# alu_add_arbiter

Figure 1. Routing congestion map (alu_add_arbiter).
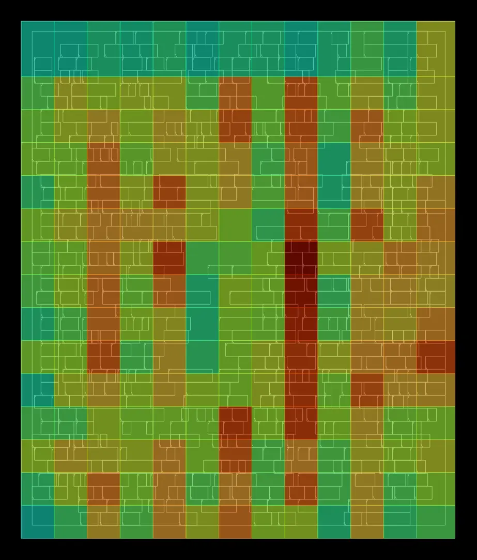

File: src/rtl/alu_add_arbiter.sv
// Round-robin arbiter sharing one alu_add among NumReq requesters.
// One operation in flight at a time; the grant is held until the response is taken.
package calc_pkg;
    typedef struct packed {
        logic        error;
        logic        sign;
        logic [15:0] mag;
    } num_t;
endpackage

module alu_add_arbiter
    import calc_pkg::*;
#(
    parameter int NumReq = 2
) (
    input  logic                    clk_i,
    input  logic                    rst_ni,
    input  num_t [NumReq-1:0]       req_left_i,
    input  num_t [NumReq-1:0]       req_right_i,
    input  logic [NumReq-1:0]       req_sub_i,
    input  logic [NumReq-1:0]       req_valid_i,
    output logic [NumReq-1:0]       req_ready_o,
    output num_t [NumReq-1:0]       rsp_result_o,
    output logic [NumReq-1:0]       rsp_valid_o,
    input  logic [NumReq-1:0]       rsp_ready_i,
    output num_t                    alu_left_o,
    output num_t                    alu_right_o,
    output logic                    alu_in_valid_o,
    input  logic                    alu_in_ready_i,
    input  num_t                    alu_result_i,
    input  logic                    alu_out_valid_i,
    output logic                    alu_out_ready_o
);

    localparam int IdxW = (NumReq > 1) ? $clog2(NumReq) : 1;

    typedef enum logic [1:0] {
        S_IDLE    = 2'd0,
        S_ISSUE   = 2'd1,
        S_WAIT    = 2'd2,
        S_RESPOND = 2'd3
    } state_t;

    state_t            state_q;
    state_t            w_state_d;
    logic [IdxW-1:0]   grant_q;
    logic [IdxW-1:0]   rr_ptr_q;
    num_t              left_q;
    num_t              right_q;
    num_t              result_q;

    logic              w_any;
    logic [IdxW-1:0]   w_gnt;
    logic [IdxW-1:0]   w_idx;
    logic [IdxW-1:0]   w_rr_next;
    num_t              w_right;
    logic              w_rsp_fire;

    // Descending scan so the closest index at or after rr_ptr_q wins.
    always_comb begin
        w_any = 1'b0;
        w_gnt = '0;
        w_idx = '0;
        for (int k = NumReq - 1; k >= 0; k--) begin
            w_idx = IdxW'((int'(rr_ptr_q) + k) % NumReq);
            if (req_valid_i[w_idx]) begin
                w_any = 1'b1;
                w_gnt = w_idx;
            end
        end
    end

    always_comb begin
        w_right      = req_right_i[w_gnt];
        w_right.sign = req_right_i[w_gnt].sign ^ req_sub_i[w_gnt];
    end

    assign w_rsp_fire = (state_q == S_RESPOND) && rsp_ready_i[grant_q];
    assign w_rr_next  = (grant_q == IdxW'(NumReq - 1)) ? '0
                                                        : grant_q + IdxW'(1);

    always_ff @(posedge clk_i or negedge rst_ni) begin
        if (!rst_ni) begin
            state_q <= S_IDLE;
        end else begin
            state_q <= w_state_d;
        end
    end

    always_comb begin
        w_state_d = state_q;
        unique case (state_q)
            S_IDLE:    if (w_any)           w_state_d = S_ISSUE;
            S_ISSUE:   if (alu_in_ready_i)  w_state_d = S_WAIT;
            S_WAIT:    if (alu_out_valid_i) w_state_d = S_RESPOND;
            S_RESPOND: if (w_rsp_fire)      w_state_d = S_IDLE;
            default:                        w_state_d = S_IDLE;
        endcase
    end

    always_ff @(posedge clk_i or negedge rst_ni) begin
        if (!rst_ni) begin
            grant_q  <= '0;
            rr_ptr_q <= '0;
            left_q   <= '0;
            right_q  <= '0;
            result_q <= '0;
        end else begin
            if (state_q == S_IDLE && w_any) begin
                grant_q <= w_gnt;
                left_q  <= req_left_i[w_gnt];
                right_q <= w_right;
            end
            if (state_q == S_WAIT && alu_out_valid_i) begin
                result_q <= alu_result_i;
            end
            if (w_rsp_fire) begin
                rr_ptr_q <= w_rr_next;
            end
        end
    end

    // Ready is gated by reset so no handshake completes while held in reset.
    always_comb begin
        req_ready_o     = '0;
        rsp_valid_o     = '0;
        rsp_result_o    = '0;
        alu_in_valid_o  = 1'b0;
        alu_left_o      = '0;
        alu_right_o     = '0;
        alu_out_ready_o = 1'b0;
        unique case (state_q)
            S_IDLE: begin
                if (w_any && rst_ni) begin
                    req_ready_o[w_gnt] = 1'b1;
                end
            end
            S_ISSUE: begin
                alu_in_valid_o = 1'b1;
                alu_left_o     = left_q;
                alu_right_o    = right_q;
            end
            S_WAIT: begin
                alu_out_ready_o = 1'b1;
            end
            S_RESPOND: begin
                rsp_valid_o[grant_q]  = 1'b1;
                rsp_result_o[grant_q] = result_q;
            end
            default: ;
        endcase
    end

endmodule

File: config.mk
export PLATFORM = sky130hd
export DESIGN_NAME = alu_add_arbiter
export DESIGN_NICKNAME = d
export VERILOG_FILES = /design/src/rtl/alu_add_arbiter.sv
export SDC_FILE = /design/constraint.sdc
export NUM_CORES = 1
export LEC_CHECK = 0
export CORE_ASPECT_RATIO = 1.2
export CORE_MARGIN = 2
export CORE_UTILIZATION = 35
export DETAILED_ROUTE_END_ITERATION = 10
export PLACE_DENSITY_LB_ADDON = 0.15
export SYNTH_ARGS = -nofsm -noshare
export SYNTH_HDL_FRONTEND = slang
export SYNTH_SLANG_ARGS = --single-unit
File: constraint.sdc
create_clock -name clk_i -period 1.6 [get_ports clk_i]
set_input_delay 0.24 -clock clk_i [delete_from_list [all_inputs] [get_ports clk_i]]
set_output_delay 0.24 -clock clk_i [all_outputs]
set_load 0.005 [all_outputs]
# mul_div_unit

--- src/rtl/mdu_pkg.sv ---
// Shared definitions for the iterative multiply/divide unit: RV32M funct3
// codes, FSM state encoding and the minimum signed operand constant.
package mdu_pkg;

  localparam logic [2:0] OP_MUL    = 3'b000;
  localparam logic [2:0] OP_MULH   = 3'b001;
  localparam logic [2:0] OP_MULHSU = 3'b010;
  localparam logic [2:0] OP_MULHU  = 3'b011;
  localparam logic [2:0] OP_DIV    = 3'b100;
  localparam logic [2:0] OP_DIVU   = 3'b101;
  localparam logic [2:0] OP_REM    = 3'b110;
  localparam logic [2:0] OP_REMU   = 3'b111;

  typedef enum logic [1:0] {
    IDLE = 2'd0,
    CALC = 2'd1,
    FIX  = 2'd2,
    DONE = 2'd3
  } state_e;

  // Most negative value at 64 bits; narrower widths take the top slice.
  localparam logic [63:0] MIN_SIGNED_64 = 64'h8000_0000_0000_0000;

endpackage

--- src/rtl/mdu_div_step.sv ---
// One restoring-division step: shift the next dividend bit into the partial
// remainder, subtract the divisor if it fits, and emit the quotient bit.
module mdu_div_step #(
  parameter int unsigned W = 32
) (
  input  logic [W-1:0] rem_i,
  input  logic         dvd_bit_i,
  input  logic [W-1:0] dvs_i,
  output logic [W-1:0] rem_o,
  output logic         q_bit_o
);

  logic [W:0]   shifted;
  logic [W-1:0] sub;

  assign shifted = {rem_i, dvd_bit_i};
  // The true difference is below 2^W whenever it is kept, so W bits suffice.
  assign sub     = shifted[W-1:0] - dvs_i;

  // Keep the difference when the divisor fits, otherwise restore.
  always_comb begin
    if (shifted >= {1'b0, dvs_i}) begin
      rem_o   = sub;
      q_bit_o = 1'b1;
    end else begin
      rem_o   = shifted[W-1:0];
      q_bit_o = 1'b0;
    end
  end

endmodule

--- src/rtl/mul_div_unit.sv ---
// Iterative RV32M multiply/divide unit with a valid/ready request side and a
// one-cycle done pulse. Define MDU_FAST_MUL_EN to route multiplies through a
// single-cycle signed multiplier instead of the shift-add loop.
module mul_div_unit
  import mdu_pkg::*;
#(
  parameter int unsigned XLEN = 32
) (
  input  logic            clk,
  input  logic            rst,
  input  logic            MDU_VALID_i,
  input  logic [2:0]      MDU_OP_i,
  input  logic [XLEN-1:0] MDU_RS1_i,
  input  logic [XLEN-1:0] MDU_RS2_i,
  output logic            MDU_READY_o,
  output logic            MDU_DONE_o,
  output logic [XLEN-1:0] MDU_RD_o,
  output logic            MDU_DZ_o
);

  localparam int unsigned    CW       = $clog2(XLEN);
  localparam logic [CW-1:0]  CNT_LAST = CW'(XLEN - 1);
  localparam logic [XLEN-1:0] MIN_S   = MIN_SIGNED_64[63 -: XLEN];

  state_e          state_q, state_d;
  logic [CW-1:0]   cnt_q, cnt_d;
  logic [2:0]      op_q, op_d;
  logic [XLEN-1:0] opnd_q, opnd_d;   // multiplicand or divisor
  logic [XLEN-1:0] hi_q, hi_d;       // product high half or partial remainder
  logic [XLEN-1:0] lo_q, lo_d;       // multiplier/product low half or dividend/quotient
  logic            sa_q, sa_d;       // rs1 is negative under its signedness
  logic            sb_q, sb_d;       // rs2 is negative under its signedness
  logic            zdiv_q, zdiv_d;
  logic            ovf_q, ovf_d;
  logic            ready_q, ready_d;
  logic            done_q, done_d;
  logic [XLEN-1:0] rd_q, rd_d;
  logic            dz_q, dz_d;

  logic            rs1_signed, rs2_signed, rs1_neg, rs2_neg;
  logic [XLEN-1:0] abs1, abs2;
  logic [XLEN:0]   mul_sum;
  logic [XLEN-1:0] div_rem;
  logic            div_qbit;
  logic [2*XLEN-1:0] prod;
  logic [XLEN-1:0] quo, rem;

  assign rs1_signed = (MDU_OP_i == OP_MULH) || (MDU_OP_i == OP_MULHSU) ||
                      (MDU_OP_i == OP_DIV)  || (MDU_OP_i == OP_REM);
  assign rs2_signed = (MDU_OP_i == OP_MULH) || (MDU_OP_i == OP_DIV) ||
                      (MDU_OP_i == OP_REM);
  assign rs1_neg    = rs1_signed & MDU_RS1_i[XLEN-1];
  assign rs2_neg    = rs2_signed & MDU_RS2_i[XLEN-1];
  assign abs1       = rs1_neg ? -MDU_RS1_i : MDU_RS1_i;
  assign abs2       = rs2_neg ? -MDU_RS2_i : MDU_RS2_i;

  assign mul_sum = {1'b0, hi_q} + {1'b0, (lo_q[0] ? opnd_q : '0)};

  mdu_div_step #(.W(XLEN)) u_div_step (
    .rem_i     (hi_q),
    .dvd_bit_i (lo_q[XLEN-1]),
    .dvs_i     (opnd_q),
    .rem_o     (div_rem),
    .q_bit_o   (div_qbit)
  );

`ifdef MDU_FAST_MUL_EN
  // Raw operands are held in opnd/lo; sa/sb double as the extension bits.
  logic signed [2*XLEN+1:0] prod_full;
  assign prod_full = $signed({sa_q, opnd_q}) * $signed({sb_q, lo_q});
  assign prod      = prod_full[2*XLEN-1:0];
`else
  assign prod = (sa_q ^ sb_q) ? -{hi_q, lo_q} : {hi_q, lo_q};
`endif

  assign quo = zdiv_q ? '1 : (ovf_q ? MIN_S : ((sa_q ^ sb_q) ? -lo_q : lo_q));
  assign rem = ovf_q ? '0 : (sa_q ? -hi_q : hi_q);

  // Next-state, datapath iteration and registered-output computation.
  always_comb begin
    state_d = state_q;
    cnt_d   = cnt_q;
    op_d    = op_q;
    opnd_d  = opnd_q;
    hi_d    = hi_q;
    lo_d    = lo_q;
    sa_d    = sa_q;
    sb_d    = sb_q;
    zdiv_d  = zdiv_q;
    ovf_d   = ovf_q;
    ready_d = ready_q;
    done_d  = 1'b0;
    rd_d    = rd_q;
    dz_d    = dz_q;
    case (state_q)
      IDLE: begin
        if (MDU_VALID_i) begin
          op_d    = MDU_OP_i;
          cnt_d   = '0;
          hi_d    = '0;
          ready_d = 1'b0;
          sa_d    = rs1_neg;
          sb_d    = rs2_neg;
          zdiv_d  = MDU_OP_i[2] && (MDU_RS2_i == '0);
          ovf_d   = MDU_OP_i[2] && rs2_signed && (MDU_RS1_i == MIN_S) && (MDU_RS2_i == '1);
          state_d = CALC;
          if (MDU_OP_i[2]) begin
            opnd_d = abs2;
            lo_d   = abs1;
          end else begin
`ifdef MDU_FAST_MUL_EN
            opnd_d  = MDU_RS1_i;
            lo_d    = MDU_RS2_i;
            state_d = FIX;
`else
            opnd_d = abs1;
            lo_d   = abs2;
`endif
          end
        end
      end
      CALC: begin
        if (op_q[2]) begin
          hi_d = div_rem;
          lo_d = {lo_q[XLEN-2:0], div_qbit};
        end else begin
          hi_d = mul_sum[XLEN:1];
          lo_d = {mul_sum[0], lo_q[XLEN-1:1]};
        end
        cnt_d = cnt_q + CW'(1);
        if (cnt_q == CNT_LAST) state_d = FIX;
      end
      FIX: begin
        case (op_q)
          OP_MUL:                       rd_d = prod[XLEN-1:0];
          OP_MULH, OP_MULHSU, OP_MULHU: rd_d = prod[2*XLEN-1:XLEN];
          OP_DIV, OP_DIVU:              rd_d = quo;
          default:                      rd_d = rem;
        endcase
        dz_d    = zdiv_q;
        done_d  = 1'b1;
        state_d = DONE;
      end
      DONE: begin
        ready_d = 1'b1;
        state_d = IDLE;
      end
      default: state_d = IDLE;
    endcase
  end

  // State and output registers with synchronous reset.
  always_ff @(posedge clk) begin
    if (rst) begin
      state_q <= IDLE;
      cnt_q   <= '0;
      op_q    <= '0;
      opnd_q  <= '0;
      hi_q    <= '0;
      lo_q    <= '0;
      sa_q    <= 1'b0;
      sb_q    <= 1'b0;
      zdiv_q  <= 1'b0;
      ovf_q   <= 1'b0;
      ready_q <= 1'b1;
      done_q  <= 1'b0;
      rd_q    <= '0;
      dz_q    <= 1'b0;
    end else begin
      state_q <= state_d;
      cnt_q   <= cnt_d;
      op_q    <= op_d;
      opnd_q  <= opnd_d;
      hi_q    <= hi_d;
      lo_q    <= lo_d;
      sa_q    <= sa_d;
      sb_q    <= sb_d;
      zdiv_q  <= zdiv_d;
      ovf_q   <= ovf_d;
      ready_q <= ready_d;
      done_q  <= done_d;
      rd_q    <= rd_d;
      dz_q    <= dz_d;
    end
  end

  assign MDU_READY_o = ready_q;
  assign MDU_DONE_o  = done_q;
  assign MDU_RD_o    = rd_q;
  assign MDU_DZ_o    = dz_q;

endmodule

--- config.mk ---
export PLATFORM = sky130hd
export DESIGN_NAME = mul_div_unit
export DESIGN_NICKNAME = d
export VERILOG_FILES = /design/src/rtl/mdu_pkg.sv /design/src/rtl/mdu_div_step.sv /design/src/rtl/mul_div_unit.sv
export SDC_FILE = /design/constraint.sdc
export NUM_CORES = 1
export LEC_CHECK = 0
export CELL_PAD_IN_SITES_DETAIL_PLACEMENT = 0
export CELL_PAD_IN_SITES_GLOBAL_PLACEMENT = 1
export CORE_MARGIN = 2
export CORE_UTILIZATION = 30
export DETAILED_ROUTE_END_ITERATION = 8
export GPL_ROUTABILITY_DRIVEN = 0
export PLACE_DENSITY_LB_ADDON = 0.1
export SLEW_MARGIN = 15
export SYNTH_ARGS = -nofsm -noshare
export SYNTH_HDL_FRONTEND = slang
export SYNTH_HIERARCHICAL = 1
export SYNTH_SLANG_ARGS = --single-unit
--- constraint.sdc ---
create_clock -name clk -period 6.8 [get_ports clk]
set_input_delay 0.68 -clock clk [delete_from_list [all_inputs] [get_ports clk]]
set_output_delay 0.68 -clock clk [all_outputs]
set_load 0.02 [all_outputs]
# digit_scan_scheduler

### src/rtl/disp_pkg.sv
// Shared constants for the two-digit 7-segment scan path: digit-enable codes,
// active-low segment patterns {dp,g,f,e,d,c,b,a} and the scan slot encoding.
package disp_pkg;

    localparam logic [1:0] COL_TENS  = 2'b10;
    localparam logic [1:0] COL_UNITS = 2'b01;
    localparam logic [1:0] COL_OFF   = 2'b11;

    localparam logic [7:0] SEG_OFF  = 8'hFF;
    localparam logic [7:0] SEG_DASH = 8'hBF;

    localparam logic [7:0] SEG_0 = 8'hC0;
    localparam logic [7:0] SEG_1 = 8'hF9;
    localparam logic [7:0] SEG_2 = 8'hA4;
    localparam logic [7:0] SEG_3 = 8'hB0;
    localparam logic [7:0] SEG_4 = 8'h99;
    localparam logic [7:0] SEG_5 = 8'h92;
    localparam logic [7:0] SEG_6 = 8'h82;
    localparam logic [7:0] SEG_7 = 8'hF8;
    localparam logic [7:0] SEG_8 = 8'h80;
    localparam logic [7:0] SEG_9 = 8'h90;

    // Slot 0 drives the tens digit, slot 1 the units digit.
    typedef enum logic {
        SLOT_TENS  = 1'b0,
        SLOT_UNITS = 1'b1
    } slot_e;

endpackage

### src/rtl/bcd_to_seg7.sv
// Combinational BCD nibble to active-low 7-segment pattern; dp always off.
// Non-decimal nibbles show a dash so a corrupt code is visible, not random.
module bcd_to_seg7
    import disp_pkg::*;
(
    input  logic [3:0] i_bcd,
    output logic [7:0] o_seg
);

    // Segment lookup
    always_comb begin
        o_seg = SEG_DASH;
        case (i_bcd)
            4'd0: o_seg = SEG_0;
            4'd1: o_seg = SEG_1;
            4'd2: o_seg = SEG_2;
            4'd3: o_seg = SEG_3;
            4'd4: o_seg = SEG_4;
            4'd5: o_seg = SEG_5;
            4'd6: o_seg = SEG_6;
            4'd7: o_seg = SEG_7;
            4'd8: o_seg = SEG_8;
            4'd9: o_seg = SEG_9;
            default: o_seg = SEG_DASH;
        endcase
    end

endmodule

### src/rtl/digit_scan_scheduler.sv
// Two-digit display scan scheduler. A slot counter alternates tens/units,
// each slot opening with a blank window against ghosting. At every frame
// boundary the display is granted to B (priority) or A and their BCD value is
// snapshotted, so a frame never mixes two sources. Outputs are registered from
// the next-state values so pins move on the same edge as the counter.
module digit_scan_scheduler
    import disp_pkg::*;
#(
    parameter logic [18:0] T_SCAN       = 19'd499_999,
    parameter logic [18:0] T_BLANK      = 19'd2_499,
    parameter logic [5:0]  BLINK_FRAMES = 6'd49
) (
    input  logic       CLK,
    input  logic       RSTn,
    input  logic       Req_A,
    input  logic [7:0] Data_A,
    input  logic       Req_B,
    input  logic [7:0] Data_B,
    input  logic       Blink_En,
    output logic       Grant_A,
    output logic       Grant_B,
    output logic       Frame_Done,
    output logic [1:0] Column_Scan_Sig,
    output logic [7:0] Row_Scan_Sig
);

    logic [18:0] r_count;
    slot_e       r_slot;
    logic        r_grant_a, r_grant_b;
    logic [7:0]  r_snap;
    logic        r_phase;
    logic [5:0]  r_blink_cnt;
    logic        r_frame_done;
    logic [1:0]  r_col;
    logic [7:0]  r_row;

    logic        w_wrap, w_bound;
    logic [18:0] w_count_nx;
    slot_e       w_slot_nx;
    logic        w_grant_a_nx, w_grant_b_nx;
    logic [7:0]  w_snap_nx;
    logic        w_phase_nx;
    logic [5:0]  w_blink_cnt_nx;
    logic [3:0]  w_nibble;
    logic [7:0]  w_seg;
    logic        w_show;
    logic [1:0]  w_col_nx;
    logic [7:0]  w_row_nx;
    logic        w_frame_done_nx;

    // Scan counter: count within a slot, toggle slot on wrap
    always_comb begin
        w_wrap     = (r_count == T_SCAN);
        w_bound    = w_wrap && (r_slot == SLOT_UNITS);
        w_count_nx = w_wrap ? 19'd0 : r_count + 19'd1;
        w_slot_nx  = r_slot;
        if (w_wrap)
            w_slot_nx = (r_slot == SLOT_TENS) ? SLOT_UNITS : SLOT_TENS;
    end

    // Frame-aligned arbitration: B wins, A otherwise, else nobody
    always_comb begin
        w_grant_a_nx = r_grant_a;
        w_grant_b_nx = r_grant_b;
        w_snap_nx    = r_snap;
        if (w_bound) begin
            w_grant_b_nx = Req_B;
            w_grant_a_nx = Req_A && !Req_B;
            if (Req_B)
                w_snap_nx = Data_B;
            else if (Req_A)
                w_snap_nx = Data_A;
        end
    end

    // Blink phase: advances only at frame boundaries, forced ON when disabled
    always_comb begin
        w_phase_nx     = r_phase;
        w_blink_cnt_nx = r_blink_cnt;
        if (w_bound) begin
            if (!Blink_En) begin
                w_phase_nx     = 1'b1;
                w_blink_cnt_nx = 6'd0;
            end else if (r_blink_cnt == BLINK_FRAMES) begin
                w_phase_nx     = !r_phase;
                w_blink_cnt_nx = 6'd0;
            end else begin
                w_blink_cnt_nx = r_blink_cnt + 6'd1;
            end
        end
    end

    assign w_nibble = (w_slot_nx == SLOT_UNITS) ? w_snap_nx[3:0] : w_snap_nx[7:4];

    bcd_to_seg7 u_dec (
        .i_bcd (w_nibble),
        .o_seg (w_seg)
    );

    // Pin decode from next-state so outputs carry no extra latency
    always_comb begin
        w_show          = (w_grant_a_nx || w_grant_b_nx) && w_phase_nx &&
                          (w_count_nx > T_BLANK);
        w_col_nx        = COL_OFF;
        w_row_nx        = SEG_OFF;
        if (w_show) begin
            w_col_nx = (w_slot_nx == SLOT_UNITS) ? COL_UNITS : COL_TENS;
            w_row_nx = w_seg;
        end
        w_frame_done_nx = (w_slot_nx == SLOT_UNITS) && (w_count_nx == T_SCAN);
    end

    // State and output registers
    always_ff @(posedge CLK or negedge RSTn) begin
        if (!RSTn) begin
            r_count      <= 19'd0;
            r_slot       <= SLOT_TENS;
            r_grant_a    <= 1'b0;
            r_grant_b    <= 1'b0;
            r_snap       <= 8'h00;
            r_phase      <= 1'b1;
            r_blink_cnt  <= 6'd0;
            r_frame_done <= 1'b0;
            r_col        <= COL_OFF;
            r_row        <= SEG_OFF;
        end else begin
            r_count      <= w_count_nx;
            r_slot       <= w_slot_nx;
            r_grant_a    <= w_grant_a_nx;
            r_grant_b    <= w_grant_b_nx;
            r_snap       <= w_snap_nx;
            r_phase      <= w_phase_nx;
            r_blink_cnt  <= w_blink_cnt_nx;
            r_frame_done <= w_frame_done_nx;
            r_col        <= w_col_nx;
            r_row        <= w_row_nx;
        end
    end

    assign Grant_A         = r_grant_a;
    assign Grant_B         = r_grant_b;
    assign Frame_Done      = r_frame_done;
    assign Column_Scan_Sig = r_col;
    assign Row_Scan_Sig    = r_row;

endmodule

### config.mk
export PLATFORM = sky130hd
export DESIGN_NAME = digit_scan_scheduler
export DESIGN_NICKNAME = d
export VERILOG_FILES = /design/src/rtl/disp_pkg.sv /design/src/rtl/bcd_to_seg7.sv /design/src/rtl/digit_scan_scheduler.sv
export SDC_FILE = /design/constraint.sdc
export NUM_CORES = 1
export LEC_CHECK = 0
export ABC_AREA = 1
export ABC_CLOCK_PERIOD_IN_PS = 4080
export CAP_MARGIN = 30
export CORE_ASPECT_RATIO = 0.5
export CORE_MARGIN = 1.5
export CORE_UTILIZATION = 45
export DETAILED_ROUTE_END_ITERATION = 16
export DONT_BUFFER_PORTS = 1
export PLACE_DENSITY = 0.7
export SYNTH_ARGS = -nofsm -noshare
export SYNTH_HDL_FRONTEND = slang
export SYNTH_HIERARCHICAL = 1
export SYNTH_SLANG_ARGS = --single-unit
### constraint.sdc
create_clock -name CLK -period 4.08 [get_ports CLK]
set_clock_uncertainty 0.1 [all_clocks]
set_input_delay 0.816 -clock CLK [delete_from_list [all_inputs] [get_ports CLK]]
set_output_delay 0.816 -clock CLK [all_outputs]
set_load 0.01 [all_outputs]
# cfg_reg_arbiter

===== src/rtl/cfg_reg_pkg.sv =====
// rtl/cfg_reg_pkg.sv - shared constants and types for the config register arbiter
package cfg_reg_pkg;

   localparam int CFG_ADDR_W = 7;
   localparam int CFG_DATA_W = 8;

   localparam logic [CFG_ADDR_W-1:0] REG_OUT_LO = 7'h00;
   localparam logic [CFG_ADDR_W-1:0] REG_OUT_HI = 7'h01;
   localparam logic [CFG_ADDR_W-1:0] REG_PWM_LO = 7'h02;
   localparam logic [CFG_ADDR_W-1:0] REG_PWM_HI = 7'h03;
   localparam logic [CFG_ADDR_W-1:0] REG_DUTY   = 7'h04;
   localparam logic [CFG_ADDR_W-1:0] LOCK_ADDR  = 7'h05;

   localparam logic [1:0] ERR_NONE    = 2'b00;
   localparam logic [1:0] ERR_ADDR    = 2'b01;
   localparam logic [1:0] ERR_LOCK    = 2'b10;
   localparam logic [1:0] ERR_LOCKREG = 2'b11;

   typedef enum logic {
      SRC_A = 1'b0,
      SRC_B = 1'b1
   } src_e;

   typedef struct packed {
      logic                  valid;
      src_e                  src;
      logic [CFG_ADDR_W-1:0] addr;
      logic [CFG_DATA_W-1:0] data;
   } stage_t;

endpackage


===== src/rtl/cfg_reg_arbiter_rr_arb2.sv =====
// rtl/cfg_reg_arbiter_rr_arb2.sv - two-requester round-robin arbiter
module rr_arb2 (
   input  logic       clk,
   input  logic       rst_n,
   input  logic [1:0] req,
   input  logic       advance,
   output logic [1:0] gnt
);

   logic prefer_b_q;
   logic prefer_b_d;

   always_comb begin
      if (req == 2'b11) begin
         gnt = prefer_b_q ? 2'b10 : 2'b01;
      end else begin
         gnt = req;
      end
   end

   // After granting A, B gets the next tie, and vice versa.
   always_comb begin
      prefer_b_d = prefer_b_q;
      if (advance) begin
         prefer_b_d = gnt[0];
      end
   end

   always_ff @(posedge clk or negedge rst_n) begin
      if (!rst_n) begin
         prefer_b_q <= 1'b0;
      end else begin
         prefer_b_q <= prefer_b_d;
      end
   end

endmodule


===== src/rtl/cfg_reg_arbiter.sv =====
// rtl/cfg_reg_arbiter.sv - config register bank with A/B write arbitration and stallable commit
module cfg_reg_arbiter
   import cfg_reg_pkg::*;
#(
   parameter int                 ADDR_W    = CFG_ADDR_W,
   parameter int                 DATA_W    = CFG_DATA_W,
   parameter logic [ADDR_W-1:0]  LOCK_ADDR = cfg_reg_pkg::LOCK_ADDR
) (
   input  logic              clk,
   input  logic              rst_n,
   input  logic              a_valid,
   input  logic [ADDR_W-1:0] a_addr,
   input  logic [DATA_W-1:0] a_data,
   output logic              a_ready,
   input  logic              b_valid,
   input  logic [ADDR_W-1:0] b_addr,
   input  logic [DATA_W-1:0] b_data,
   output logic              b_ready,
   input  logic              hold,
   output logic [DATA_W-1:0] en_reg_out_7_0,
   output logic [DATA_W-1:0] en_reg_out_15_8,
   output logic [DATA_W-1:0] en_reg_pwm_7_0,
   output logic [DATA_W-1:0] en_reg_pwm_15_8,
   output logic [DATA_W-1:0] pwm_duty_cycle,
   output logic              cfg_locked,
   output logic              err_valid,
   output logic [1:0]        err_code
);

   stage_t                  stage_q, stage_d;
   logic [4:0][DATA_W-1:0]  regs_q, regs_d;
   logic                    locked_q, locked_d;
   logic                    err_valid_q, err_valid_d;
   logic [1:0]              err_code_q, err_code_d;
   logic                    can_accept;
   logic                    commit;
   logic [1:0]              gnt;

   assign can_accept = !stage_q.valid || !hold;
   assign commit     = stage_q.valid && !hold;

   rr_arb2 u_arb (
      .clk     (clk),
      .rst_n   (rst_n),
      .req     ({b_valid, a_valid} & {2{can_accept}}),
      .advance (|gnt),
      .gnt     (gnt)
   );

   assign a_ready = gnt[0];
   assign b_ready = gnt[1];

   // An accept on the commit edge reloads the stage, so there is no bubble.
   always_comb begin
      stage_d = stage_q;
      if (commit) begin
         stage_d.valid = 1'b0;
      end
      if (gnt[0]) begin
         stage_d = '{valid: 1'b1, src: SRC_A, addr: a_addr, data: a_data};
      end else if (gnt[1]) begin
         stage_d = '{valid: 1'b1, src: SRC_B, addr: b_addr, data: b_data};
      end
   end

   // Lock state is evaluated at commit time, not when the entry was accepted.
   always_comb begin
      regs_d      = regs_q;
      locked_d    = locked_q;
      err_valid_d = 1'b0;
      err_code_d  = err_code_q;
      if (commit) begin
         if (stage_q.addr <= REG_DUTY) begin
            if (stage_q.src == SRC_B && locked_q) begin
               err_valid_d = 1'b1;
               err_code_d  = ERR_LOCK;
            end else begin
               regs_d[stage_q.addr[2:0]] = stage_q.data;
            end
         end else if (stage_q.addr == LOCK_ADDR) begin
            if (stage_q.src == SRC_A) begin
               locked_d = stage_q.data[0];
            end else begin
               err_valid_d = 1'b1;
               err_code_d  = ERR_LOCKREG;
            end
         end else begin
            err_valid_d = 1'b1;
            err_code_d  = ERR_ADDR;
         end
      end
   end

   always_ff @(posedge clk or negedge rst_n) begin
      if (!rst_n) begin
         stage_q     <= '0;
         regs_q      <= '0;
         locked_q    <= 1'b0;
         err_valid_q <= 1'b0;
         err_code_q  <= ERR_NONE;
      end else begin
         stage_q     <= stage_d;
         regs_q      <= regs_d;
         locked_q    <= locked_d;
         err_valid_q <= err_valid_d;
         err_code_q  <= err_code_d;
      end
   end

   assign en_reg_out_7_0  = regs_q[0];
   assign en_reg_out_15_8 = regs_q[1];
   assign en_reg_pwm_7_0  = regs_q[2];
   assign en_reg_pwm_15_8 = regs_q[3];
   assign pwm_duty_cycle  = regs_q[4];
   assign cfg_locked      = locked_q;
   assign err_valid       = err_valid_q;
   assign err_code        = err_code_q;

endmodule


===== config.mk =====
export PLATFORM = sky130hd
export DESIGN_NAME = cfg_reg_arbiter
export DESIGN_NICKNAME = d
export VERILOG_FILES = /design/src/rtl/cfg_reg_pkg.sv /design/src/rtl/cfg_reg_arbiter_rr_arb2.sv /design/src/rtl/cfg_reg_arbiter.sv
export SDC_FILE = /design/constraint.sdc
export NUM_CORES = 1
export LEC_CHECK = 0
export ABC_AREA = 0
export CAP_MARGIN = 10
export CORE_UTILIZATION = 42
export DETAILED_ROUTE_END_ITERATION = 16
export PLACE_DENSITY = 0.76
export SYNTH_ARGS = -nofsm -noshare
export SYNTH_HDL_FRONTEND = slang
export SYNTH_HIERARCHICAL = 1
export SYNTH_SLANG_ARGS = --single-unit

===== constraint.sdc =====
create_clock -name clk -period 1.9 [get_ports clk]
set_input_delay 0.38 -clock clk [delete_from_list [all_inputs] [get_ports clk]]
set_output_delay 0.38 -clock clk [all_outputs]
set_load 0.01 [all_outputs]

Figure 2. Wiring by layer (digit_scan_scheduler).
Two of the layers only.
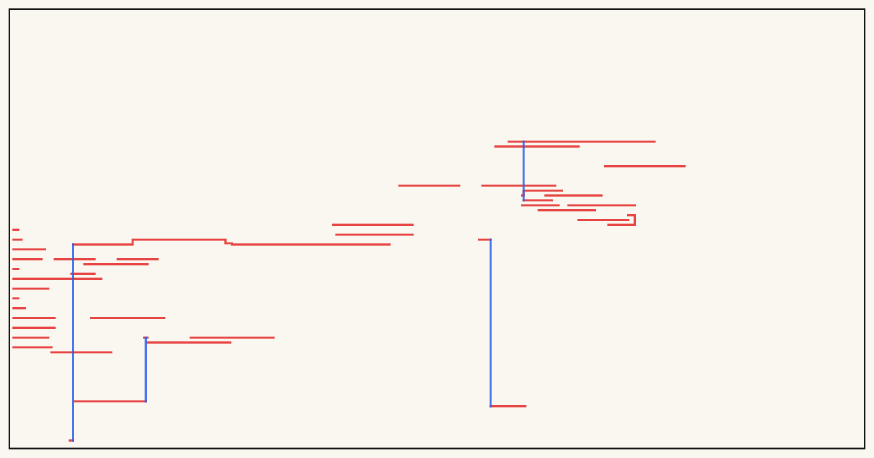
layer	color	wire length
M3	red	314 um
M4	blue	67.3 um
overall fraction of global-route tracks in use: 20.3%
total via count in the routed design: 2531
routed length per placed instance: 13.3 um
total wirelength of the detailed-routed design: 6660 um

==> notes.md, digit_scan_scheduler <==
Results of the run.

The number of different library cells used by synthesis comes to 38. The worst reg2reg path depth is 18. The maximum clock frequency is 0.286 GHz. The STA report counts the stages on the worst setup path as 18. The met2 capacity usage during global routing is 34.6%. The setup violation total in the final timing report is 0. For this run, the leading register cell type out of synthesis is sky130_fd_sc_hd__dfrtp_1.

Summing all multi-input logic gate instances after layout gives 1500 um2. Per the post-synthesis report, the number of cells in the design is 410. Combinational logic is responsible for 0.5% of the overall power. The synthesized netlist devotes 38.6% of its cell area to simple gates. The clock-pin slew of the registers on the worst-case setup and hold paths is 0.07 ns.

The least setup slack across all paths after layout is 0.589 ns. r_count holds more flip-flops than any other register. Yosys reports the multiplexer fraction of the synthesized area as 0.333%. The initial cell density of the core is 48.0%.

The root buffer cell is sky130_fd_sc_hd__clkbuf_16. The report lists the number of cells resized after CTS as 0. The post-synth count of flops with an enable pin is 0.

The clock insertion delay at the later pin of the skew report is 0.29 ns. The worst flop-to-flop path endpoint is Row_Scan_Sig[3]$_DFF_PN1_. In the final report, the number of pins over their slew limit comes to 0. The run finished with clean final reports. The number of well taps is 88. The reported leakage power is 1.67 nW.

The average instance area after synthesis is 7.32 um2. The vertical die dimension is 60.8 um.
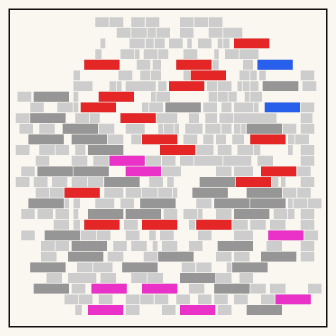
Figure 3: cfg_reg_arbiter, sequential cells grouped by signal name.
Other sequential cells in the stronger gray, the rest of the logic in the fainter gray.
name in the netlist	color	flops
en_reg_out_15_8	magenta	8
stage_q	red	17
err_code	blue	2
not colored	35
flip-flop and latch share of the layout cell area: 40.7%
final core area utilization: 64.1%
sequential standard cell area: 1550 um2

==> notes.md, cfg_reg_arbiter <==
Results of the run.

At the end of routability-driven placement, the weighted congestion stood at 0.741. The post-synthesis adder-cell area fraction is 0%. The worst setup path is captured at an output pin. Of the total synthesized cell area, the portion taken by AND, OR, NAND and NOR gates is 8.68%. IR analysis of the VDD net gives a maximum drop of 0.000708 V.

The internal portion of the total power is 3.35 mW. The share of Yosys cell area claimed by the top area cell type is 59.8%. The top cell type by instance count after synthesis is sky130_fd_sc_hd__dfrtp_1.

The number of antenna violations at the first check in global routing is 0. The share of total power in sequential cells is 43.5%. In the layout the commonest cells are sky130_fd_sc_hd__clkdlybuf4s50_1, sky130_fd_sc_hd__dfrtp_1, sky130_fd_sc_hd__mux2_2, sky130_fd_sc_hd__nand2_1, sky130_fd_sc_hd__o21ai_0. The cell accounting for the most synthesized area is sky130_fd_sc_hd__dfrtp_1.

The commonest non-fill, non-tap cell in the layout is sky130_fd_sc_hd__clkdlybuf4s50_1. The category of cells accounting for the largest share of critical-path delay is flip-flops. The mux cell area share after synthesis is 24.2%.

The number of unique standard cell types used by synthesis is 27. Post-route period utilization is reported as 95.5%. The number of buffers inserted by post-CTS setup repair is 0. The launch point of the critical path was reported as stage_q[16]$_DFFE_PN0P_. The number of antenna diodes in the final layout is 0. The final report lists the setup-violating endpoint count as 0. According to the floorplan report, the die width is 80.6 um. The most used routing layer is met2. The run finished with clean final reports. Warnings reported by Yosys during synthesis add up to 6. The timing report lists the critical path depth as 4 cells. Per the skew report, the later register of the worst-skew pair sees a clock latency of 0.33 ns.
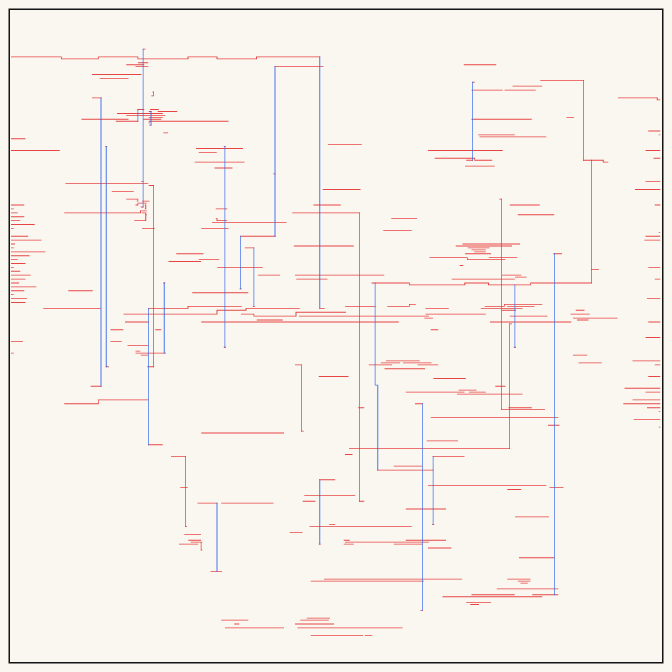
Figure 4: mul_div_unit, wiring by layer.
Two of the layers only.
layer	color	wire length
M4	blue	1340 um
M3	red	2870 um
routed length per placed instance: 23.5 um
overall fraction of global-route tracks in use: 25.0%

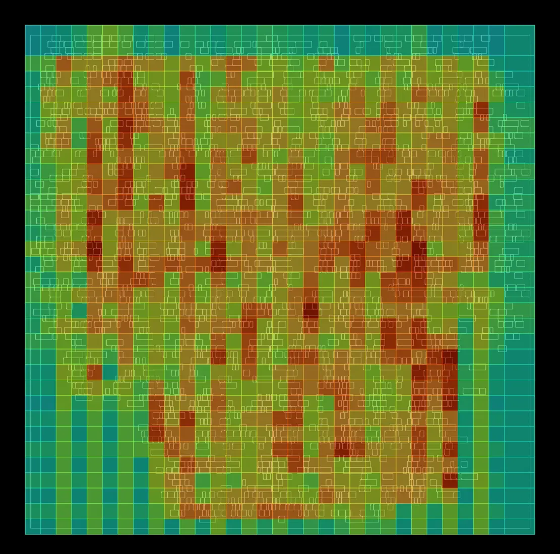
Figure 5: mul_div_unit, routing congestion map.
met1 Track Usage GR: 36.2%
final core area utilization: 34.9%
met2 capacity usage during global routing: 38.4%
met3 GRT Util: 3.15%

==> notes.md, mul_div_unit <==
Results of the run.

For reference, the final report shows the hold violation count at 0. The total overflow left after global routing is 0. The data arrival at the endpoint of the critical path is 4.73 ns. The share of total power in combinational logic is 57.8%.

Hold analysis lists the worst path endpoint as sa_q$_SDFFE_PP0P_. Per STA, the worst path accumulates the most delay in the family AND-OR/OR-AND gates. The net switching power in the latest report is 2.87 mW. The post-layout total power is 5.76 mW. Hold is met by 0.468 ns.

The placement row count is 81. The class occupying the most area after layout is reported as multi-input combinational cells. Data on the critical path is required at its endpoint by 7.18 ns. The post-cts resize count is 0.

The layout has 5251 filler cells. The run finished with clean final reports. The post-synthesis chip area from yosys is 15000 um2. For reference, the critical path is launched at hi_q[10]$_SDFFE_PP0P_. The first global-routing pass estimated 96400 um of wire.
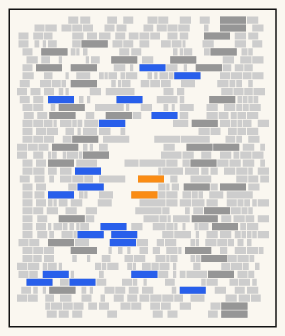
Figure 6: alu_add_arbiter, sequential cells grouped by signal name.
Other sequential cells in the stronger gray, the rest of the logic in the fainter gray.
name in the netlist	color	flops
state_q	orange	2
left_q	blue	18
not colored	38
final core area utilization: 66.8%
sequential cell power: 2.67 mW

About Figure 1:
met1 Track Usage GR: 21.7%
overall fraction of global-route tracks in use: 19.1%
layer carrying the most global-route usage: met2
met3 GRT Util: 4.95%

==> notes.md, alu_add_arbiter <==
Results of the run.

The library cell used most frequently in the layout, excluding fill and tap cells, is sky130_fd_sc_hd__clkdlybuf4s50_1. After global routing the overflow that remains totals 0. In this run the maximum-capacitance check reported violations numbering 0. The register-to-register setup slack is -0.26 ns. Setup repair after global routing could not meet its margin everywhere.

The registers reported with the highest flop counts are left_q (18), result_q (18), right_q (18). In this design, the stage delay of the slowest critical-path cell is 0.40 ns. The data arrival at the endpoint of the critical path is 1.69 ns.

The most used flip-flop cell after synthesis is sky130_fd_sc_hd__dfrtp_1. The cell accounting for the most synthesized area is sky130_fd_sc_hd__dfrtp_1. The number of antenna violations at the first check in global routing is 0. The detailed-routed wire length on met2 is 5290 um. The checks that failed: negative setup slack. The number of hold buffers added after CTS was 1. After detailed routing, the wire length on met1 is 3960 um. The XOR/XNOR share of the synthesized area is 0.553%. The required time of the critical path is 1.36 ns. The least setup slack across all paths after layout is -0.326 ns.

The critical path startpoint category is a register. The number of cells in the finished layout apart from fillers is 655. In this run the number of cells on the critical path is 7.

Buffers outside the clock tree occupy 40.4% of the routed design's cell area. The critical path goes through buf_6, ha_4, nor2b_4, buf_6, buf_6, and2_4, buf_6. The pre-CTS setup check shows a worst slack of -0.395 ns. The cell with the largest stage delay on the worst path is sky130_fd_sc_hd__dfrtp_1. The most frequent cell on the critical path is sky130_fd_sc_hd__buf_6.

In this run, power in the clock network comes to 1.18 mW. Of the available clock period, the critical path in the final layout requires 120%. The script computed the net switching share of total power as 33.4%. The worst flop-to-flop path endpoint is state_q[1]$_DFFE_PN0P_. The pin closest to its max-slew limit shows a slew of 0.476 ns.

For the combinational group, total power comes out at 5.80 mW. The number of standard cells reported by yosys is 310. The fraction of area in multi-input gates is 29.5%. 224 cells are multi-input combinational gates. The end-of-flow timing check tallies setup violations at 79. The number of unique standard cell types used by synthesis is 29. Of the cells placed in the final design, the portion with a size suffix greater than 1 is 43.6%. The cell kind with the greatest summed area is buffers. The post-synthesis adder-cell area fraction is 1.58%. The flow ran to the end, but the final reports show violations.

# req_sync_bridge_flat

<file path="config.mk">
export PLATFORM = sky130hd
export DESIGN_NAME = req_sync_bridge_flat
export DESIGN_NICKNAME = d
export VERILOG_FILES = /design/src/rtl/req_sync_bridge_pkg.sv /design/src/rtl/req_sync_bridge_if.sv /design/src/rtl/req_sync_bridge_sync_chain.sv /design/src/rtl/req_sync_bridge.sv /design/src/flat_wrapper.sv
export SDC_FILE = /design/constraint.sdc
export NUM_CORES = 1
export LEC_CHECK = 0
export CELL_PAD_IN_SITES_DETAIL_PLACEMENT = 1
export CELL_PAD_IN_SITES_GLOBAL_PLACEMENT = 2
export CORE_MARGIN = 10
export CORE_UTILIZATION = 49
export CTS_CLUSTER_DIAMETER = 80
export CTS_CLUSTER_SIZE = 10
export DETAILED_ROUTE_END_ITERATION = 12
export DONT_BUFFER_PORTS = 1
export MAX_ROUTING_LAYER = met4
export PLACE_DENSITY = 0.79
export SYNTH_ARGS = -nofsm -noshare
export SYNTH_HDL_FRONTEND = slang
export SYNTH_SLANG_ARGS = --single-unit
</file>
<file path="constraint.sdc">
create_clock -name clk -period 2.6 [get_ports clk]
set_input_delay 0.26 -clock clk [delete_from_list [all_inputs] [get_ports clk]]
set_output_delay 0.26 -clock clk [all_outputs]
set_load 0.005 [all_outputs]
</file>
<file path="src/rtl/req_sync_bridge_pkg.sv">
// Shared constants and helpers for clocked bridges that take bundled-data
// tokens out of the asynchronous pipeline.
package req_sync_bridge_pkg;

  // Default width of the bundled data word.
  localparam int DATA_W_DEFAULT = 32;

  // Fewer than two flops gives no real metastability protection.
  localparam int SYNC_STAGES_MIN = 2;

  // Occupancy counters need one extra bit so that "full" (== depth) fits.
  function automatic int count_width(input int depth);
    return $clog2(depth) + 1;
  endfunction

endpackage : req_sync_bridge_pkg

</file>
<file path="src/rtl/req_sync_bridge_if.sv">
// Handshake bundle of the request bridge: 2-phase request/ack with bundled
// data on the asynchronous side, valid/ready plus occupancy on the clocked side.
interface req_sync_bridge_if
  import req_sync_bridge_pkg::*;
#(
  parameter int DATA_W = DATA_W_DEFAULT,
  parameter int DEPTH  = 4
) ();

  logic                          in_req;
  logic [DATA_W-1:0]             in_data;
  logic                          in_ack;
  logic                          out_valid;
  logic [DATA_W-1:0]             out_data;
  logic                          out_ready;
  logic [count_width(DEPTH)-1:0] count;

  // Bridge side.
  modport slave (
    input  in_req, in_data, out_ready,
    output in_ack, out_valid, out_data, count
  );

  // Environment side: upstream pipeline plus downstream consumer.
  modport master (
    output in_req, in_data, out_ready,
    input  in_ack, out_valid, out_data, count
  );

endinterface : req_sync_bridge_if

</file>
<file path="src/rtl/req_sync_bridge_sync_chain.sv">
// Generic N-stage flop chain for bringing a level into the clk domain.
module sync_chain #(
  parameter int STAGES = 2
) (
  input  logic clk,
  input  logic rst,
  input  logic d_i,
  output logic q_o
);

  logic [STAGES-1:0] stage_q;

  // Shift the sampled level one flop further each edge; reset clears all stages.
  always_ff @(posedge clk or negedge rst) begin
    if (!rst) begin
      stage_q <= '0;
    end else begin
      stage_q[0] <= d_i;
      for (int i = 1; i < STAGES; i++) begin
        stage_q[i] <= stage_q[i-1];
      end
    end
  end

  assign q_o = stage_q[STAGES-1];

endmodule : sync_chain

</file>
<file path="src/rtl/req_sync_bridge.sv">
// Captures 2-phase bundled-data tokens into a small first-word-fall-through
// FIFO and returns a 2-phase acknowledge only once a token has been stored,
// so the upstream pipeline stalls by itself while the FIFO is full.
module req_sync_bridge
  import req_sync_bridge_pkg::*;
#(
  parameter int DATA_W      = DATA_W_DEFAULT,
  parameter int DEPTH       = 4,
  parameter int SYNC_STAGES = 2
) (
  input  logic             clk,
  input  logic             rst,
  req_sync_bridge_if.slave bus
);

  localparam int PW     = $clog2(DEPTH);
  localparam int CW     = count_width(DEPTH);
  // Never build a chain shorter than the safe minimum.
  localparam int STAGES = (SYNC_STAGES < SYNC_STAGES_MIN) ? SYNC_STAGES_MIN : SYNC_STAGES;

  logic [DATA_W-1:0] mem [DEPTH];

  logic [PW-1:0] wr_ptr_q, wr_ptr_d;
  logic [PW-1:0] rd_ptr_q, rd_ptr_d;
  logic [CW-1:0] count_q, count_d;
  logic          ack_q, ack_d;
  logic          valid_q, valid_d;

  logic req_s;
  logic pending;
  logic push;
  logic pop;

  // Only the request level is synchronized; in_data is held stable by the
  // bundling constraint until our ack toggles, so it is sampled directly.
  sync_chain #(
    .STAGES (STAGES)
  ) u_req_sync (
    .clk (clk),
    .rst (rst),
    .d_i (bus.in_req),
    .q_o (req_s)
  );

  // Token handshake and next-state of pointers, occupancy and ack phase.
  always_comb begin
    pending  = req_s ^ ack_q;
    pop      = valid_q && bus.out_ready;
    // A pop in the same edge frees the slot the push needs, so full+pop still accepts.
    push     = pending && ((count_q < CW'(DEPTH)) || pop);

    wr_ptr_d = wr_ptr_q;
    rd_ptr_d = rd_ptr_q;
    ack_d    = ack_q;
    count_d  = count_q;

    if (push) begin
      wr_ptr_d = wr_ptr_q + PW'(1);
      ack_d    = ~ack_q;
    end
    if (pop) begin
      rd_ptr_d = rd_ptr_q + PW'(1);
    end

    case ({push, pop})
      2'b10:   count_d = count_q + CW'(1);
      2'b01:   count_d = count_q - CW'(1);
      default: count_d = count_q;
    endcase

    valid_d = (count_d != '0);
  end

  // Control state; reset realigns the ack phase with the (also reset) upstream.
  always_ff @(posedge clk or negedge rst) begin
    if (!rst) begin
      wr_ptr_q <= '0;
      rd_ptr_q <= '0;
      count_q  <= '0;
      ack_q    <= 1'b0;
      valid_q  <= 1'b0;
    end else begin
      wr_ptr_q <= wr_ptr_d;
      rd_ptr_q <= rd_ptr_d;
      count_q  <= count_d;
      ack_q    <= ack_d;
      valid_q  <= valid_d;
    end
  end

  // Storage is not reset; stale words are never visible because valid is cleared.
  always_ff @(posedge clk) begin
    if (push) begin
      mem[wr_ptr_q] <= bus.in_data;
    end
  end

  assign bus.in_ack    = ack_q;
  assign bus.out_valid = valid_q;
  assign bus.out_data  = mem[rd_ptr_q];
  assign bus.count     = count_q;

endmodule : req_sync_bridge
</file>
<file path="src/flat_wrapper.sv">
// flat-port wrapper written by rule: the top's interface ports become plain ports
module req_sync_bridge_flat import req_sync_bridge_pkg::*;
#(
  parameter int DATA_W      = DATA_W_DEFAULT,
  parameter int DEPTH       = 4,
  parameter int SYNC_STAGES = 2
)
  (clk, rst, bus_in_req, bus_in_data, bus_out_ready, bus_in_ack, bus_out_valid, bus_out_data, bus_count);
  req_sync_bridge_if #(.DATA_W(DATA_W), .DEPTH(DEPTH)) bus_i ();
  input  logic clk;
  input  logic rst;
  input wire logic [$bits(bus_i.in_req)-1:0] bus_in_req;
  input wire logic [$bits(bus_i.in_data)-1:0] bus_in_data;
  input wire logic [$bits(bus_i.out_ready)-1:0] bus_out_ready;
  output wire logic [$bits(bus_i.in_ack)-1:0] bus_in_ack;
  output wire logic [$bits(bus_i.out_valid)-1:0] bus_out_valid;
  output wire logic [$bits(bus_i.out_data)-1:0] bus_out_data;
  output wire logic [$bits(bus_i.count)-1:0] bus_count;
  assign bus_i.in_req = bus_in_req;
  assign bus_i.in_data = bus_in_data;
  assign bus_i.out_ready = bus_out_ready;
  assign bus_in_ack = bus_i.in_ack;
  assign bus_out_valid = bus_i.out_valid;
  assign bus_out_data = bus_i.out_data;
  assign bus_count = bus_i.count;
  req_sync_bridge #(.DATA_W(DATA_W), .DEPTH(DEPTH), .SYNC_STAGES(SYNC_STAGES)) u_core (.clk(clk), .rst(rst), .bus(bus_i));
endmodule
</file>
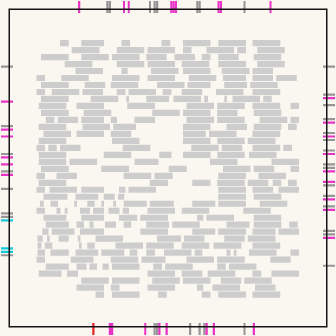
Figure 7: req_sync_bridge_flat, I/O pins on the die edge.
Pins as bars across the die edge, other pins in gray.
port	color	pins	direction	edge
bus_in_ack	red	1	output	bottom
bus_in_data	magenta	32	input	9 top, 9 right, 8 bottom, 6 left
bus_count	cyan	3	output	left
all pins by edge	24 right, 17 left, 17 top, 15 bottom
count of input and output buffers: 0
Vert. Die Dim: 123 um
die outline width: 123 um

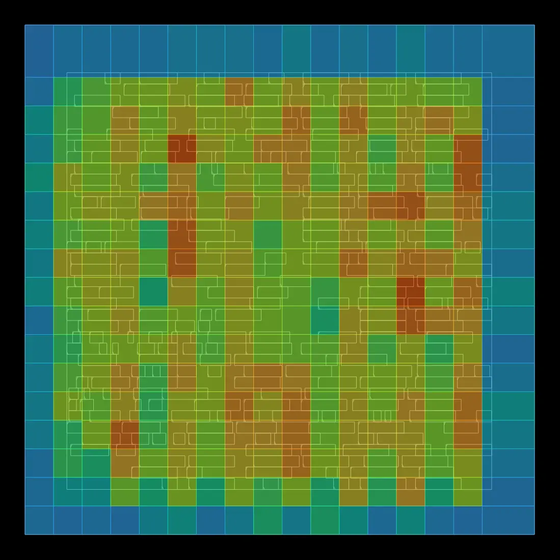
Figure 8: req_sync_bridge_flat, routing congestion map.
met1 Track Usage GR: 17.0%
met2 capacity usage during global routing: 22.7%

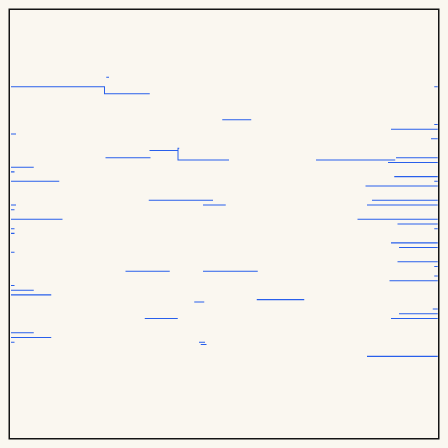
Figure 9: req_sync_bridge_flat, signal wires on met3.
nets with wire on the layer	44
longest straight run	26.7 um
total wirelength of the detailed-routed design: 9890 um
total via count in the routed design: 2263

==> notes.md <==
Results of the run.

Of all the cell area in the finished design, the clock network holds 9.04%. TritonCTS built the clock tree. Looking at the cell usage after synthesis, the top flip-flop cell is sky130_fd_sc_hd__edfxtp_1. The setup violation total in the final timing report is 0. The number of unique standard cell types used by synthesis is 21. The flow ran to the end, and the final reports show no timing, DRC or antenna violations. Counting tap cells, the placed design contains a total of 346 instances. The filler cells instantiated in the layout total 816. The detailed-routed wire length on met2 is 5060 um.

The core area is 10300 um2. The weighted congestion at the end of routability-driven global placement is 0.636. The type of the most critical hold path is in2async. The wire length of the first global-routing pass is 15200 um. The worst register-to-register path has a setup slack of 0.32 ns. In this run the count of I/O pins placed on the die edge is 73. The number of synthesis warnings is 0. The endpoint of the worst setup timing path is u_core.bus.count[2]$_DFF_PN0_.


## Gallery

Wiring by layer.
Two of the layers only.
panel A
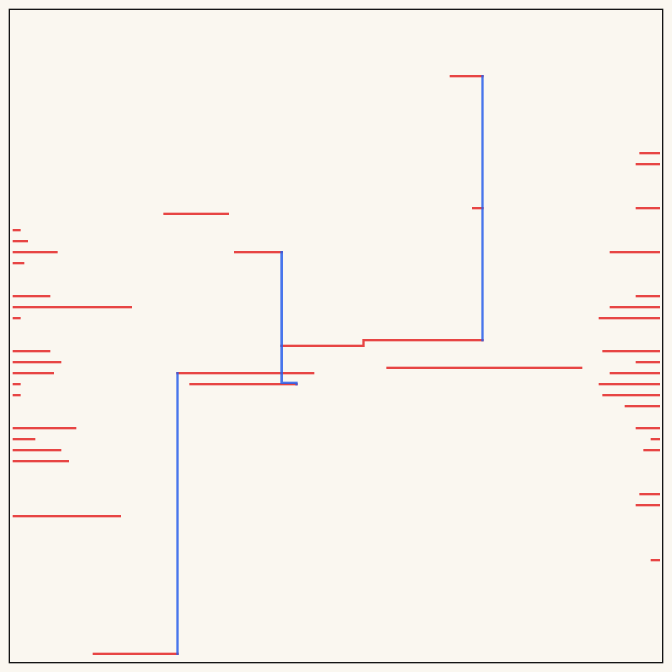
panel B
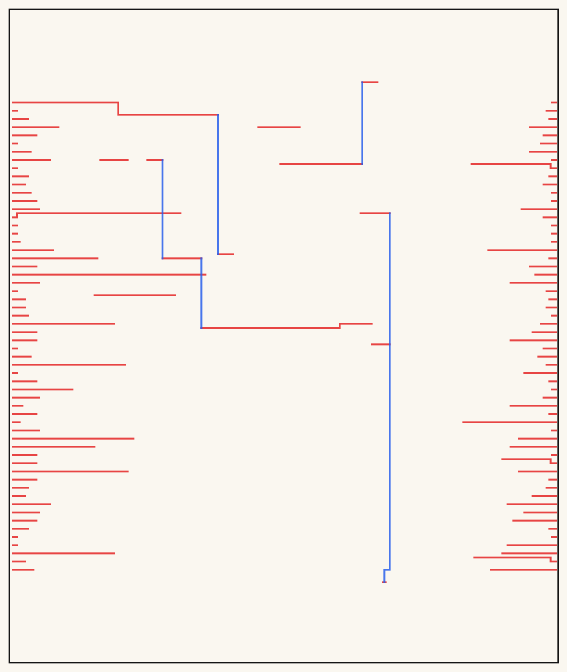
panel C
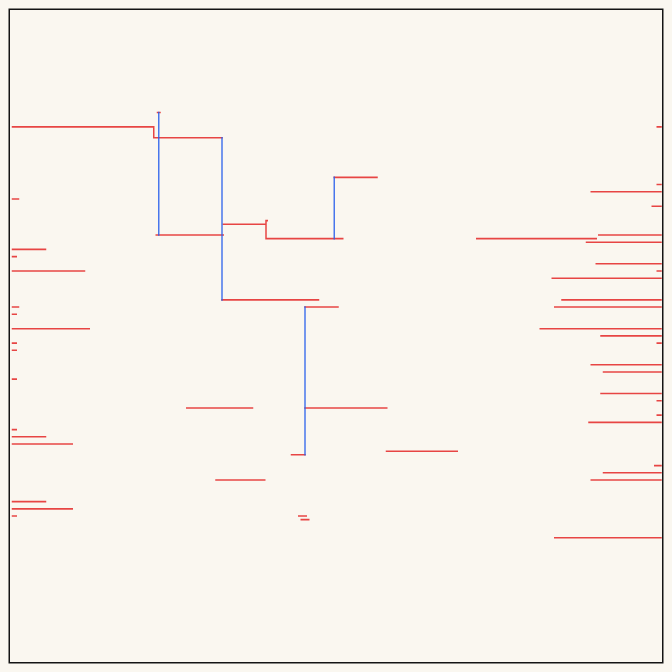
- least wire: panel A
For cfg_reg_arbiter, see panel A.
For req_sync_bridge_flat, see panel C.
For alu_add_arbiter, see panel B.

Key to panel A:
layer	color	wire length
M3	red	263 um
M4	blue	85.5 um

Power and IR drop assume default switching activity.
